==================== prog_loader_flat
--- config.mk ---
export PLATFORM = sky130hd
export DESIGN_NAME = prog_loader_flat
export DESIGN_NICKNAME = d
export VERILOG_FILES = /design/src/rtl/prog_loader_if.sv /design/src/rtl/prog_loader.sv /design/src/flat_wrapper.sv
export SDC_FILE = /design/constraint.sdc
export NUM_CORES = 1
export LEC_CHECK = 0
export CAP_MARGIN = 0
export CORE_MARGIN = 2
export CORE_UTILIZATION = 50
export CTS_CLUSTER_SIZE = 28
export DETAILED_ROUTE_END_ITERATION = 10
export DONT_BUFFER_PORTS = 1
export GPL_ROUTABILITY_DRIVEN = 0
export GPL_TIMING_DRIVEN = 1
export PLACE_DENSITY = 0.68
export RECOVER_POWER = 25
export SLEW_MARGIN = 25
export SYNTH_ARGS = -nofsm -noshare
export SYNTH_HDL_FRONTEND = slang
export SYNTH_SLANG_ARGS = --single-unit
--- constraint.sdc ---
create_clock -name clk -period 2.4 [get_ports clk]
set_input_delay 0.48 -clock clk [delete_from_list [all_inputs] [get_ports clk]]
set_output_delay 0.48 -clock clk [all_outputs]
set_load 0.1 [all_outputs]
--- src/rtl/prog_loader_if.sv ---
// prog_loader_if: byte-stream handshake between a byte source and the loader
interface prog_loader_if;
    logic [7:0] byte_in;
    logic       byte_valid;
    logic       byte_ready;
    modport master(output byte_in, byte_valid, input byte_ready);
    modport slave(input byte_in, byte_valid, output byte_ready);
endinterface

--- src/rtl/prog_loader.sv ---
// prog_loader: buffers a byte stream and writes PROG_LEN bytes into a CPU instruction port, one CPU clock setup plus one hold per byte; LOADER_CHECKSUM_EN enables the commit checksum
module prog_loader #(
    parameter int FIFO_DEPTH = 4,
    parameter int PROG_LEN = 16
) (
    input  logic         clk,
    input  logic         rst,
    input  logic         cpu_tick,
    input  logic         start,
    prog_loader_if.slave bus,
    output logic [7:0]   cpu_fill,
    output logic         instr_we,
    output logic         busy,
    output logic         done,
    output logic [7:0]   wr_count,
    output logic [7:0]   checksum
);
    localparam int AW = $clog2(FIFO_DEPTH);
    localparam logic [AW:0] FULL = (AW+1)'(FIFO_DEPTH);
    localparam logic [7:0] LEN = 8'(PROG_LEN);
    typedef enum logic [2:0] {IDLE, FETCH, SETUP, HOLD, DONE} state_t;
    state_t state;
    logic [7:0] mem [FIFO_DEPTH];
    logic [AW-1:0] wr_ptr, rd_ptr;
    logic [AW:0] occ;
    logic rdy_en, push, pop, go;
    assign go = start && (state == IDLE || state == DONE);
    assign pop = state == FETCH && occ != '0;
    assign bus.byte_ready = rdy_en && state != DONE && (occ != FULL || pop);
    assign push = bus.byte_valid && bus.byte_ready;
    // byte storage; contents need no reset since reset empties the pointers
    always_ff @(posedge clk)
        if (push) mem[wr_ptr] <= bus.byte_in;
    // FIFO pointers and occupancy; ready is held off until the first edge after reset
    always_ff @(posedge clk or negedge rst)
        if (!rst) begin
            wr_ptr <= '0;
            rd_ptr <= '0;
            occ <= '0;
            rdy_en <= 1'b0;
        end else begin
            rdy_en <= 1'b1;
            if (push) wr_ptr <= wr_ptr + AW'(1);
            if (pop) rd_ptr <= rd_ptr + AW'(1);
            occ <= occ + (AW+1)'(push) - (AW+1)'(pop);
        end
    // load sequencer: write strobe changes only on CPU tick edges once a byte is set up
    always_ff @(posedge clk or negedge rst)
        if (!rst) begin
            state <= IDLE;
            cpu_fill <= 8'h00;
            instr_we <= 1'b0;
            busy <= 1'b0;
            done <= 1'b0;
            wr_count <= 8'h00;
        end else begin
            case (state)
                IDLE, DONE: if (go) begin
                    state <= FETCH;
                    busy <= 1'b1;
                    done <= 1'b0;
                    wr_count <= 8'h00;
                end
                FETCH: if (pop) begin
                    cpu_fill <= mem[rd_ptr];
                    instr_we <= 1'b1;
                    state <= SETUP;
                end
                SETUP: if (cpu_tick) begin
                    instr_we <= 1'b0;
                    wr_count <= wr_count == LEN ? wr_count : wr_count + 8'd1;
                    state <= HOLD;
                end
                HOLD: if (cpu_tick) begin
                    state <= wr_count == LEN ? DONE : FETCH;
                    busy <= wr_count != LEN;
                    done <= wr_count == LEN;
                end
                default: state <= IDLE;
            endcase
        end
`ifdef LOADER_CHECKSUM_EN
    // modulo-256 sum of committed bytes, restarted with each load
    always_ff @(posedge clk or negedge rst)
        if (!rst) checksum <= 8'h00;
        else if (go) checksum <= 8'h00;
        else if (state == SETUP && cpu_tick) checksum <= checksum + cpu_fill;
`else
    assign checksum = 8'h00;
`endif
endmodule
--- src/flat_wrapper.sv ---
// flat-port wrapper written by rule: the top's interface ports become plain ports
module prog_loader_flat 
#(
    parameter int FIFO_DEPTH = 4,
    parameter int PROG_LEN = 16
)
  (clk, rst, cpu_tick, start, cpu_fill, instr_we, busy, done, wr_count, checksum, bus_byte_in, bus_byte_valid, bus_byte_ready);
  prog_loader_if bus_i ();
  input  logic clk;
  input  logic rst;
  input  logic cpu_tick;
  input  logic start;
  output logic [7:0] cpu_fill;
  output logic instr_we;
  output logic busy;
  output logic done;
  output logic [7:0] wr_count;
  output logic [7:0] checksum;
  input wire logic [$bits(bus_i.byte_in)-1:0] bus_byte_in;
  input wire logic [$bits(bus_i.byte_valid)-1:0] bus_byte_valid;
  output wire logic [$bits(bus_i.byte_ready)-1:0] bus_byte_ready;
  assign bus_i.byte_in = bus_byte_in;
  assign bus_i.byte_valid = bus_byte_valid;
  assign bus_byte_ready = bus_i.byte_ready;
  prog_loader #(.FIFO_DEPTH(FIFO_DEPTH), .PROG_LEN(PROG_LEN)) u_core (.clk(clk), .rst(rst), .cpu_tick(cpu_tick), .start(start), .bus(bus_i), .cpu_fill(cpu_fill), .instr_we(instr_we), .busy(busy), .done(done), .wr_count(wr_count), .checksum(checksum));
endmodule
==================== byte_decode_stream_flat
==> config.mk <==
export PLATFORM = sky130hd
export DESIGN_NAME = byte_decode_stream_flat
export DESIGN_NICKNAME = d
export VERILOG_FILES = /design/src/rtl/byte_decode_stream_pkg.sv /design/src/rtl/byte_decode_stream_if.sv /design/src/rtl/byte_decode_stream_decompress.sv /design/src/rtl/byte_decode_stream.sv /design/src/flat_wrapper.sv
export SDC_FILE = /design/constraint.sdc
export NUM_CORES = 1
export LEC_CHECK = 0
export CAP_MARGIN = 20
export CORE_ASPECT_RATIO = 2
export CORE_MARGIN = 2
export CORE_UTILIZATION = 34
export DETAILED_ROUTE_END_ITERATION = 10
export SLEW_MARGIN = 30
export SYNTH_ARGS = -nofsm -noshare
export SYNTH_HDL_FRONTEND = slang
export SYNTH_SLANG_ARGS = --single-unit
==> constraint.sdc <==
create_clock -name clk -period 11.5 [get_ports clk]
set_input_delay 1.725 -clock clk [delete_from_list [all_inputs] [get_ports clk]]
set_output_delay 1.725 -clock clk [all_outputs]
set_load 0.005 [all_outputs]
==> src/rtl/byte_decode_stream_pkg.sv <==
// Shared constants and elaboration helpers for the ByteDecode/decompress
// datapath.
//   KYBER_Q  : modulus used by decompress
//   KYBER_N  : coefficients per polynomial
//   COEFF_W  : width of a decompressed coefficient
//   legal_d  : true for the compressed field widths Kyber uses
package byte_decode_stream_pkg;

  localparam int KYBER_Q = 3329;
  localparam int KYBER_N = 256;
  localparam int COEFF_W = 12;

  function automatic bit legal_d(input int d);
    return (d == 1) || (d == 4) || (d == 5) || (d == 10) || (d == 11);
  endfunction

endpackage

==> src/rtl/byte_decode_stream_if.sv <==
// Byte-in / coefficient-out stream bundle for byte_decode_stream.
//   in_data/in_valid/in_ready          : packed ciphertext bytes
//   out_coeff/out_idx/out_last/out_valid/out_ready : decompressed coefficients
// Handshake: a beat transfers on a rising clk edge where valid && ready are
// both high. The source holds its payload stable while valid is high and
// ready is low; the sink may raise or drop ready at any time.
// Modports: slave = the decoder, master = the byte producer / coeff consumer.
interface byte_decode_stream_if;
  import byte_decode_stream_pkg::*;

  logic [7:0]         in_data;
  logic               in_valid;
  logic               in_ready;
  logic [COEFF_W-1:0] out_coeff;
  logic [7:0]         out_idx;
  logic               out_last;
  logic               out_valid;
  logic               out_ready;

  modport slave (
    input  in_data, in_valid, out_ready,
    output in_ready, out_coeff, out_idx, out_last, out_valid
  );

  modport master (
    output in_data, in_valid, out_ready,
    input  in_ready, out_coeff, out_idx, out_last, out_valid
  );

endinterface

==> src/rtl/byte_decode_stream_decompress.sv <==
// Kyber decompress_D: coeff = round(KYBER_Q * y / 2^D), ties rounded up.
//   y     : D-bit compressed field
//   coeff : 12-bit coefficient in [0, KYBER_Q-1]
module byte_decode_stream_decompress
  import byte_decode_stream_pkg::*;
#(
  parameter int D = 10
) (
  input  logic [D-1:0]       y,
  output logic [COEFF_W-1:0] coeff
);

  // KYBER_Q < 2^12, so KYBER_Q*y plus the half-LSB rounding term fits in
  // D+13 bits; after the shift the result always fits in 12 bits.
  localparam int PW = D + 13;
  localparam logic [PW-1:0] HALF = PW'(1) << (D - 1);

  assign coeff = COEFF_W'((PW'(KYBER_Q) * PW'(y) + HALF) >> D);

endmodule

==> src/rtl/byte_decode_stream.sv <==
// ByteDecode_D unpacker + decompress. Accepts packed ciphertext bytes and
// emits one decompressed coefficient per output handshake, slicing D-bit
// fields LSB-first and numbering them 0..N-1 within each polynomial.
//   clk, rst : rising-edge clock, synchronous active-high reset
//   bus      : byte_decode_stream_if.slave (byte input, coefficient output)
// The only state is a bit buffer, its fill level and the coefficient index.
// A byte is accepted only while fewer than D bits are buffered and a
// coefficient is offered only while at least D are, so the two sides never
// transfer in the same cycle and the buffer never needs more than D+7 bits.
module byte_decode_stream
  import byte_decode_stream_pkg::*;
#(
  parameter int D = 10,
  parameter int N = KYBER_N
) (
  input  logic                 clk,
  input  logic                 rst,
  byte_decode_stream_if.slave  bus
);

  localparam int BW = D + 7;
  localparam int FW = $clog2(D + 8);

  if (!legal_d(D)) begin : g_illegal_d
    $error("byte_decode_stream: D=%0d is not a legal field width", D);
  end
  if (N < 1 || N > 256 || ((N * D) % 8) != 0) begin : g_illegal_n
    $error("byte_decode_stream: N=%0d must be 1..256 with N*D a multiple of 8", N);
  end

  logic [BW-1:0] bit_buf;
  logic [FW-1:0] fill;
  logic [7:0]    idx;
  logic          in_xfer;
  logic          out_xfer;

  assign bus.in_ready  = !rst && (fill < FW'(D));
  assign bus.out_valid = (fill >= FW'(D));
  assign bus.out_idx   = idx;
  assign bus.out_last  = bus.out_valid && (idx == 8'(N - 1));

  assign in_xfer  = bus.in_valid && bus.in_ready;
  assign out_xfer = bus.out_valid && bus.out_ready;

  always_ff @(posedge clk) begin
    if (rst) begin
      bit_buf <= '0;
      fill    <= '0;
      idx     <= '0;
    end else if (in_xfer) begin
      // New byte lands directly above the bits still waiting in the buffer.
      bit_buf <= bit_buf | (BW'(bus.in_data) << fill);
      fill    <= fill + FW'(8);
    end else if (out_xfer) begin
      bit_buf <= bit_buf >> D;
      fill    <= fill - FW'(D);
      idx     <= (idx == 8'(N - 1)) ? 8'd0 : idx + 8'd1;
    end
  end

  byte_decode_stream_decompress #(.D(D)) u_decompress (
    .y     (bit_buf[D-1:0]),
    .coeff (bus.out_coeff)
  );

endmodule

==> src/flat_wrapper.sv <==
// flat-port wrapper written by rule: the top's interface ports become plain ports
module byte_decode_stream_flat import byte_decode_stream_pkg::*;
#(
  parameter int D = 10,
  parameter int N = KYBER_N
)
  (clk, rst, bus_in_data, bus_in_valid, bus_out_ready, bus_in_ready, bus_out_coeff, bus_out_idx, bus_out_last, bus_out_valid);
  byte_decode_stream_if bus_i ();
  input  logic clk;
  input  logic rst;
  input wire logic [$bits(bus_i.in_data)-1:0] bus_in_data;
  input wire logic [$bits(bus_i.in_valid)-1:0] bus_in_valid;
  input wire logic [$bits(bus_i.out_ready)-1:0] bus_out_ready;
  output wire logic [$bits(bus_i.in_ready)-1:0] bus_in_ready;
  output wire logic [$bits(bus_i.out_coeff)-1:0] bus_out_coeff;
  output wire logic [$bits(bus_i.out_idx)-1:0] bus_out_idx;
  output wire logic [$bits(bus_i.out_last)-1:0] bus_out_last;
  output wire logic [$bits(bus_i.out_valid)-1:0] bus_out_valid;
  assign bus_i.in_data = bus_in_data;
  assign bus_i.in_valid = bus_in_valid;
  assign bus_i.out_ready = bus_out_ready;
  assign bus_in_ready = bus_i.in_ready;
  assign bus_out_coeff = bus_i.out_coeff;
  assign bus_out_idx = bus_i.out_idx;
  assign bus_out_last = bus_i.out_last;
  assign bus_out_valid = bus_i.out_valid;
  byte_decode_stream #(.D(D), .N(N)) u_core (.clk(clk), .rst(rst), .bus(bus_i));
endmodule
==================== down_timer_flat
### src/rtl/timer_pkg.sv
// rtl/timer_pkg.sv - shared state encoding and default sizing for the down timer
package timer_pkg;

    typedef enum logic [1:0] {
        IDLE = 2'b00,
        RUN  = 2'b01,
        DONE = 2'b10
    } state_e;

    localparam int DEFAULT_WIDTH    = 16;
    localparam int DEFAULT_PRESCALE = 4;

endpackage

### src/rtl/down_timer_if.sv
// rtl/down_timer_if.sv - control/status bundle between a timer user and the down timer
interface down_timer_if
    import timer_pkg::*;
#(
    parameter int WIDTH = DEFAULT_WIDTH
) ();

    logic             load;
    logic [WIDTH-1:0] load_value;
    logic             start;
    logic             stop;
    logic             auto_reload;
    logic             irq_ack;
    logic [WIDTH-1:0] count;
    logic             busy;
    logic             done;
    logic             irq;
    logic             ovf;

    modport master (
        output load, load_value, start, stop, auto_reload, irq_ack,
        input  count, busy, done, irq, ovf
    );

    modport slave (
        input  load, load_value, start, stop, auto_reload, irq_ack,
        output count, busy, done, irq, ovf
    );

endinterface

### src/rtl/timer_prescaler.sv
// rtl/timer_prescaler.sv - divides clk into one tick every PRESCALE enabled cycles
module timer_prescaler #(
    parameter int PRESCALE = 4
) (
    input  logic clk,
    input  logic rst,
    input  logic clear,
    input  logic enable,
    output logic tick
);

    localparam int            PW   = (PRESCALE > 1) ? $clog2(PRESCALE) : 1;
    localparam logic [PW-1:0] LAST = PW'(PRESCALE - 1);

    logic [PW-1:0] cnt_q, cnt_d;

    // A clear suppresses the tick so a same-cycle load or stop wins over it.
    always_comb begin
        cnt_d = '0;
        tick  = 1'b0;
        if (enable && !clear) begin
            tick  = (cnt_q == LAST);
            cnt_d = tick ? '0 : cnt_q + 1'b1;
        end
    end

    always_ff @(posedge clk or negedge rst) begin
        if (!rst) begin
            cnt_q <= '0;
        end else begin
            cnt_q <= cnt_d;
        end
    end

endmodule

### src/rtl/down_timer.sv
// rtl/down_timer.sv - prescaled down counter with IDLE/RUN/DONE control, auto-reload and sticky irq/ovf
module down_timer
    import timer_pkg::*;
#(
    parameter int WIDTH    = DEFAULT_WIDTH,
    parameter int PRESCALE = DEFAULT_PRESCALE
) (
    input  logic         clk,
    input  logic         rst,
    down_timer_if.slave  bus
);

    localparam logic [WIDTH-1:0] ONE = WIDTH'(1);

    state_e           state_q, state_d;
    logic [WIDTH-1:0] count_q, count_d;
    logic [WIDTH-1:0] reload_q, reload_d;
    logic             irq_q, irq_d;
    logic             ovf_q, ovf_d;
    logic             busy_q, busy_d;
    logic             done_q, done_d;
    logic             tick;
    logic             expire;

    timer_prescaler #(
        .PRESCALE (PRESCALE)
    ) u_prescaler (
        .clk    (clk),
        .rst    (rst),
        .clear  (bus.load | bus.stop),
        .enable (state_q == RUN),
        .tick   (tick)
    );

    always_comb begin
        state_d  = state_q;
        count_d  = count_q;
        reload_d = reload_q;
        expire   = 1'b0;
        if (bus.load) begin
            reload_d = bus.load_value;
            count_d  = bus.load_value;
            if (bus.start && state_q != RUN && bus.load_value != '0) begin
                state_d = RUN;
            end
        end else if (state_q == RUN) begin
            if (bus.stop) begin
                state_d = IDLE;
            end else if (tick && count_q == ONE) begin
                expire = 1'b1;
                if (bus.auto_reload && reload_q != '0) begin
                    count_d = reload_q;
                end else begin
                    count_d = '0;
                    state_d = DONE;
                end
            end else if (tick && count_q > ONE) begin
                count_d = count_q - ONE;
            end
        end else if (bus.start) begin
            if (state_q == DONE && reload_q != '0) begin
                count_d = reload_q;
                state_d = RUN;
            end else if (state_q == IDLE && count_q != '0) begin
                state_d = RUN;
            end
        end
    end

    // An acknowledge racing an expiry leaves irq set but never flags overflow.
    always_comb begin
        irq_d  = irq_q;
        ovf_d  = ovf_q;
        busy_d = (state_d == RUN);
        done_d = (state_d == DONE);
        if (bus.irq_ack) begin
            irq_d = expire;
            ovf_d = 1'b0;
        end else if (expire) begin
            irq_d = 1'b1;
            ovf_d = ovf_q | irq_q;
        end
    end

    always_ff @(posedge clk or negedge rst) begin
        if (!rst) begin
            state_q  <= IDLE;
            count_q  <= '0;
            reload_q <= '0;
            irq_q    <= 1'b0;
            ovf_q    <= 1'b0;
            busy_q   <= 1'b0;
            done_q   <= 1'b0;
        end else begin
            state_q  <= state_d;
            count_q  <= count_d;
            reload_q <= reload_d;
            irq_q    <= irq_d;
            ovf_q    <= ovf_d;
            busy_q   <= busy_d;
            done_q   <= done_d;
        end
    end

    assign bus.count = count_q;
    assign bus.busy  = busy_q;
    assign bus.done  = done_q;
    assign bus.irq   = irq_q;
    assign bus.ovf   = ovf_q;

endmodule

### src/flat_wrapper.sv
// flat-port wrapper written by rule: the top's interface ports become plain ports
module down_timer_flat import timer_pkg::*;
#(
    parameter int WIDTH    = DEFAULT_WIDTH,
    parameter int PRESCALE = DEFAULT_PRESCALE
)
  (clk, rst, bus_load, bus_load_value, bus_start, bus_stop, bus_auto_reload, bus_irq_ack, bus_count, bus_busy, bus_done, bus_irq, bus_ovf);
  down_timer_if #(.WIDTH(WIDTH)) bus_i ();
  input  logic clk;
  input  logic rst;
  input wire logic [$bits(bus_i.load)-1:0] bus_load;
  input wire logic [$bits(bus_i.load_value)-1:0] bus_load_value;
  input wire logic [$bits(bus_i.start)-1:0] bus_start;
  input wire logic [$bits(bus_i.stop)-1:0] bus_stop;
  input wire logic [$bits(bus_i.auto_reload)-1:0] bus_auto_reload;
  input wire logic [$bits(bus_i.irq_ack)-1:0] bus_irq_ack;
  output wire logic [$bits(bus_i.count)-1:0] bus_count;
  output wire logic [$bits(bus_i.busy)-1:0] bus_busy;
  output wire logic [$bits(bus_i.done)-1:0] bus_done;
  output wire logic [$bits(bus_i.irq)-1:0] bus_irq;
  output wire logic [$bits(bus_i.ovf)-1:0] bus_ovf;
  assign bus_i.load = bus_load;
  assign bus_i.load_value = bus_load_value;
  assign bus_i.start = bus_start;
  assign bus_i.stop = bus_stop;
  assign bus_i.auto_reload = bus_auto_reload;
  assign bus_i.irq_ack = bus_irq_ack;
  assign bus_count = bus_i.count;
  assign bus_busy = bus_i.busy;
  assign bus_done = bus_i.done;
  assign bus_irq = bus_i.irq;
  assign bus_ovf = bus_i.ovf;
  down_timer #(.WIDTH(WIDTH), .PRESCALE(PRESCALE)) u_core (.clk(clk), .rst(rst), .bus(bus_i));
endmodule
### config.mk
export PLATFORM = sky130hd
export DESIGN_NAME = down_timer_flat
export DESIGN_NICKNAME = d
export VERILOG_FILES = /design/src/rtl/timer_pkg.sv /design/src/rtl/down_timer_if.sv /design/src/rtl/timer_prescaler.sv /design/src/rtl/down_timer.sv /design/src/flat_wrapper.sv
export SDC_FILE = /design/constraint.sdc
export NUM_CORES = 1
export LEC_CHECK = 0
export CORE_MARGIN = 8
export CORE_UTILIZATION = 25
export CTS_CLUSTER_DIAMETER = 50
export CTS_CLUSTER_SIZE = 40
export DETAILED_ROUTE_END_ITERATION = 8
export GPL_ROUTABILITY_DRIVEN = 1
export SLEW_MARGIN = 20
export SYNTH_ARGS = -nofsm -noshare
export SYNTH_HDL_FRONTEND = slang
export SYNTH_HIERARCHICAL = 1
export SYNTH_SLANG_ARGS = --single-unit
### constraint.sdc
create_clock -name clk -period 2.05 [get_ports clk]
set_input_delay 0.615 -clock clk [delete_from_list [all_inputs] [get_ports clk]]
set_output_delay 0.615 -clock clk [all_outputs]
set_load 0.05 [all_outputs]
down_timer_flat/ff_map.png
Drawn at 3 px/um. Other sequential cells in the stronger gray, the rest of the logic in the fainter gray.
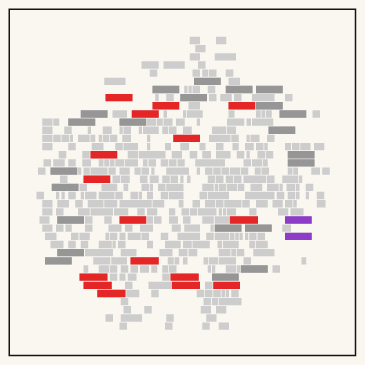
legend:
  purple:
    name_in_the_netlist: u_core/u_prescaler/cnt_q
    flops: 2
  red:
    name_in_the_netlist: u_core/bus.count
    flops: 16
not colored: 22
fin util: 44.57%
flop share of the area: 23.50%
FF+latch area: 1010 sq um

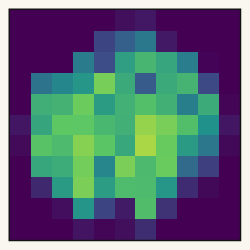
down_timer_flat/util_map.png
Drawn at 2 px/um. The die is cut into 11 by 11 equal tiles; dark purple is low, yellow is high, 0 to 100% covered.
tiles over 75% full: 9.1%
mean over tiles: 31%
densest ninth of the die: center
emptiest ninth of the die: north-west
fullest tile: 87%
nearly empty tiles: 35%

==> flow_summary.yaml, down_timer_flat <==
# physical design summary
floorplan:
  fp_util_pct: 25.36
  die_h_um: 114.9
route:
  wire_per_inst_um: 18.35
  wl_um: 9632
  drt_iter0_drc: 175
  drc: 0
  vias: 2705
  drtAntennaViolNets: 0
outcome:
  violations: "negative setup slack"
  status: "complete, but fails checks"
critical_path:
  critPathSlowestCell: "or4_4"
  cp_slowest_stage_delay_ns: 0.59
  rr_worst_depth: 6
  required_ns: 2.24
  path_max_fanout: 5
  critical_path.top_delay_family: "AND-OR/OR-AND gates"
  rrSetupSlack_ns: -0.24
  cp_common_cell: "o41ai_4"
timing:
  hold_viol_final: 0
  rsz0062_at_grt: "true"
  worstMarginPinSlew_ns: 0.6903
  max-slew-margin-rel_pct: 53.56
  worst_slack_ns: -0.2368
  setup_viol: 19
  timing.fmax_ghz: 0.4373
  finalClockPeriodUsage_pct: 111.6
cts:
  post-cts-setup-buffer-count: 12
  cts_resized: 26
  cts_inserted_buffers: 5
yosys:
  synth_xor_xnor_area_share_pct: 1.075
  syn_inst: 251
  ys_sh_simple_pct: 23.18
  synth-adder-area-share_pct: 2.047
grt:
  antenna_found_initial: 0
layout:
  syn_to_final_growth_pct: 75.74
  num_antenna_cells: 0
## down_timer_flat: worst reg2reg max path: cells and delay by family, from the launching register on
kind / cells / cell delay (ns)
flops: 1 / 0.39
simple gates: 1 / 0.59
compound gates: 4 / 1.02
buf+inv: 1 / 0.17
## down_timer_flat: cell type report
cell class,instances,area (sq um),area share (%)
clock inverters,1,30.03,0.6989
well taps,133,166.4,3.873
repair buffers,147,1290,30.02
flip-flops and latches,40,1010,23.50
multi-input cells,187,1667,38.79
inverters,10,37.54,0.8736
clock buffers,7,96.34,2.242
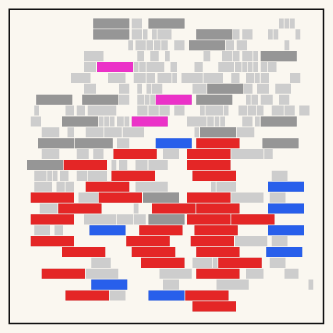
prog_loader_flat/ff_map.png
Drawn at 4 px/um. Other sequential cells in the stronger gray, the rest of the logic in the fainter gray.
legend:
  magenta:
    name_in_the_netlist: u_core.state
    flops: 3
  blue:
    name_in_the_netlist: u_core.cpu_fill
    flops: 8
  red:
    name_in_the_netlist: u_core.mem
    flops: 32
not colored: 19

==> flow_summary.yaml, prog_loader_flat <==
# physical design summary
timing:
  hold_viol_final: 0
  slew_viol_final: 0
  finalClockPeriodUsage_pct: 91.71
  timing.fmax_ghz: 0.4543
yosys:
  synthTopLogicFamily: "multiplexers"
  top_cell_area_share_pct: 34.92
critical_path:
  critical_path_depth: 4
layout:
  final_util_pct: 57.34
  syn_to_final_growth_pct: 12.64
  n_fill_cell: 435
  finalNetCount: 237
route:
  drt_iter0_drc: 51
  vias: 1570
  dr.pass1.iters: 4
outcome:
  status: "completed"
cts:
  cts_buffer_depth: 2
  insertion_delay_ns: 0.34
run:
  warning_count: 30
  max_cap_viol_count: 0
floorplan:
  die_h_um: 78.18
  num_rows: 27
hold_path:
  holdPathStages: 0
  min_path_type: "input pin to register"
placed_design:
  placement.io_buffers: 0
## prog_loader_flat: cell type report
type	count	area, sq um	share of cell area (%)
flip-flops and latches	62	1713	55.27
multi-input cells	113	940.9	30.36
repair buffers	19	150.1	4.845
clock buffers	12	145.1	4.683
well taps	72	90.09	2.907
inverters	10	37.54	1.211
clock inverters	4	22.52	0.7267
## prog_loader_flat: metal layers
metal | track usage (%) | vias up | wire length [um]
met3 | 5.977 | 10 | 338
li1 | - | 736 | -
met2 | 26.64 | 53 | 2302
met4 | 9.298 | 0 | 98
met1 | 20.52 | 771 | 1923
met5 | 0 | - | 0
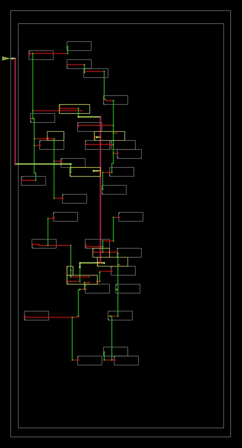
byte_decode_stream_flat/clock_nets.png
layout clock buffer count: 7
Sink Count: 29
CTS buffer count: 5

==> flow_summary.yaml, byte_decode_stream_flat <==
# physical design summary
yosys:
  numSynthFlops: 29
  top_cell_area_share_pct: 26.35
  synthesis.area_sq_um: 2659
  synth_stat.cells: 289
  syn_avg_cell_area_sq_um: 9.200
critical_path:
  path_class: "register to primary output"
  crit_path_start_kind: "register"
  setup.worst_path.end: "bus_out_coeff[10]"
  critical_path_depth: 14
  cp.arrival_ns: 4.43
  rr_worst_depth: 6
grt:
  grt_most_used_layer: "met2"
  grt_pass1_wl_um: 10150
layout:
  buf_share_pct: 10.76
  nMultiInputCombCells: 224
  num_antenna_cells: 0
  final_area_sq_um: 3233
  final_util_pct: 42.54
  largest_class: "combinational gates"
  inverters: 28
  buffers: 35
timing:
  max-slew-margin-rel_pct: 50.55
  timing.fmax_ghz: 0.1624
  worst_slack_ns: 5.344
  slew_viol_final: 0
  hold_viol_final: 0
  rsz0062_at_grt: "false"
  setup_viol: 0
placed_design:
  place_ws_ns: 5.607
route:
  drt_iter0_drc: 64
  met1Wirelength_um: 2336
  wire_per_inst_um: 14.50
hold_path:
  holdPathStages: 1
  min_path_type: "register to register"
floorplan:
  num_rows: 45
run:
  max_cap_viol_count: 0
outcome:
  status: "completed"
cts:
  clk_pin_slew_ns: 0.05
==> byte_decode_stream_flat: cells by family after synthesis <==
kind of cell / after synthesis / synth area share, %
AND/OR/NAND/NOR: 65 / 11.95
multiplexers: 15 / 5.835
buffers and inverters: 36 / 5.788
adder cells (fa/ha/maj): 63 / 31.62
XOR/XNOR: 18 / 5.929
flip-flops: 29 / 21.84
AND-OR/OR-AND: 63 / 17.04
==> byte_decode_stream_flat: registers in the layout, summed over array words and instances (netlist names) <==
name                cells
u_core.fill             4
u_core.bit_buf         17
u_core.bus.out_idx      8


==> layout pictures side by side <==
I/O nets highlighted.
(a)
Drawn at 4 px/um.
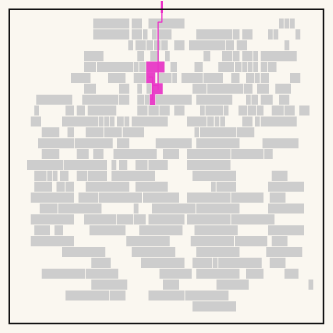
(b)
Drawn at 4 px/um.
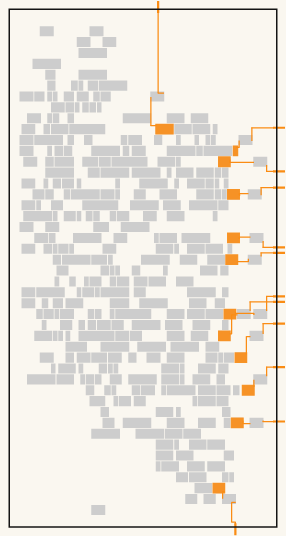
(c)
Drawn at 3 px/um.
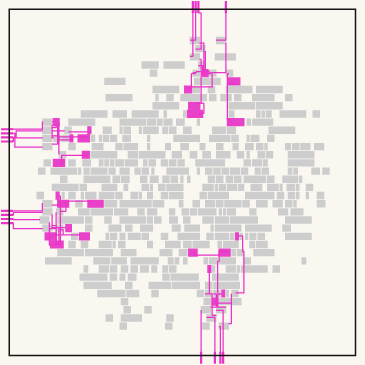
| from | picture |
|---|---|
| byte_decode_stream_flat | (b) |
| down_timer_flat | (c) |
| prog_loader_flat | (a) |
Of these, smallest die: (a)
Of these, fewest cells: (a)

Key to (a):
legend:
  magenta:
    port: cpu_tick
    direction: input
    edge: north
    end_cells: 4
    buffers: 0
    wire: 28.7 um

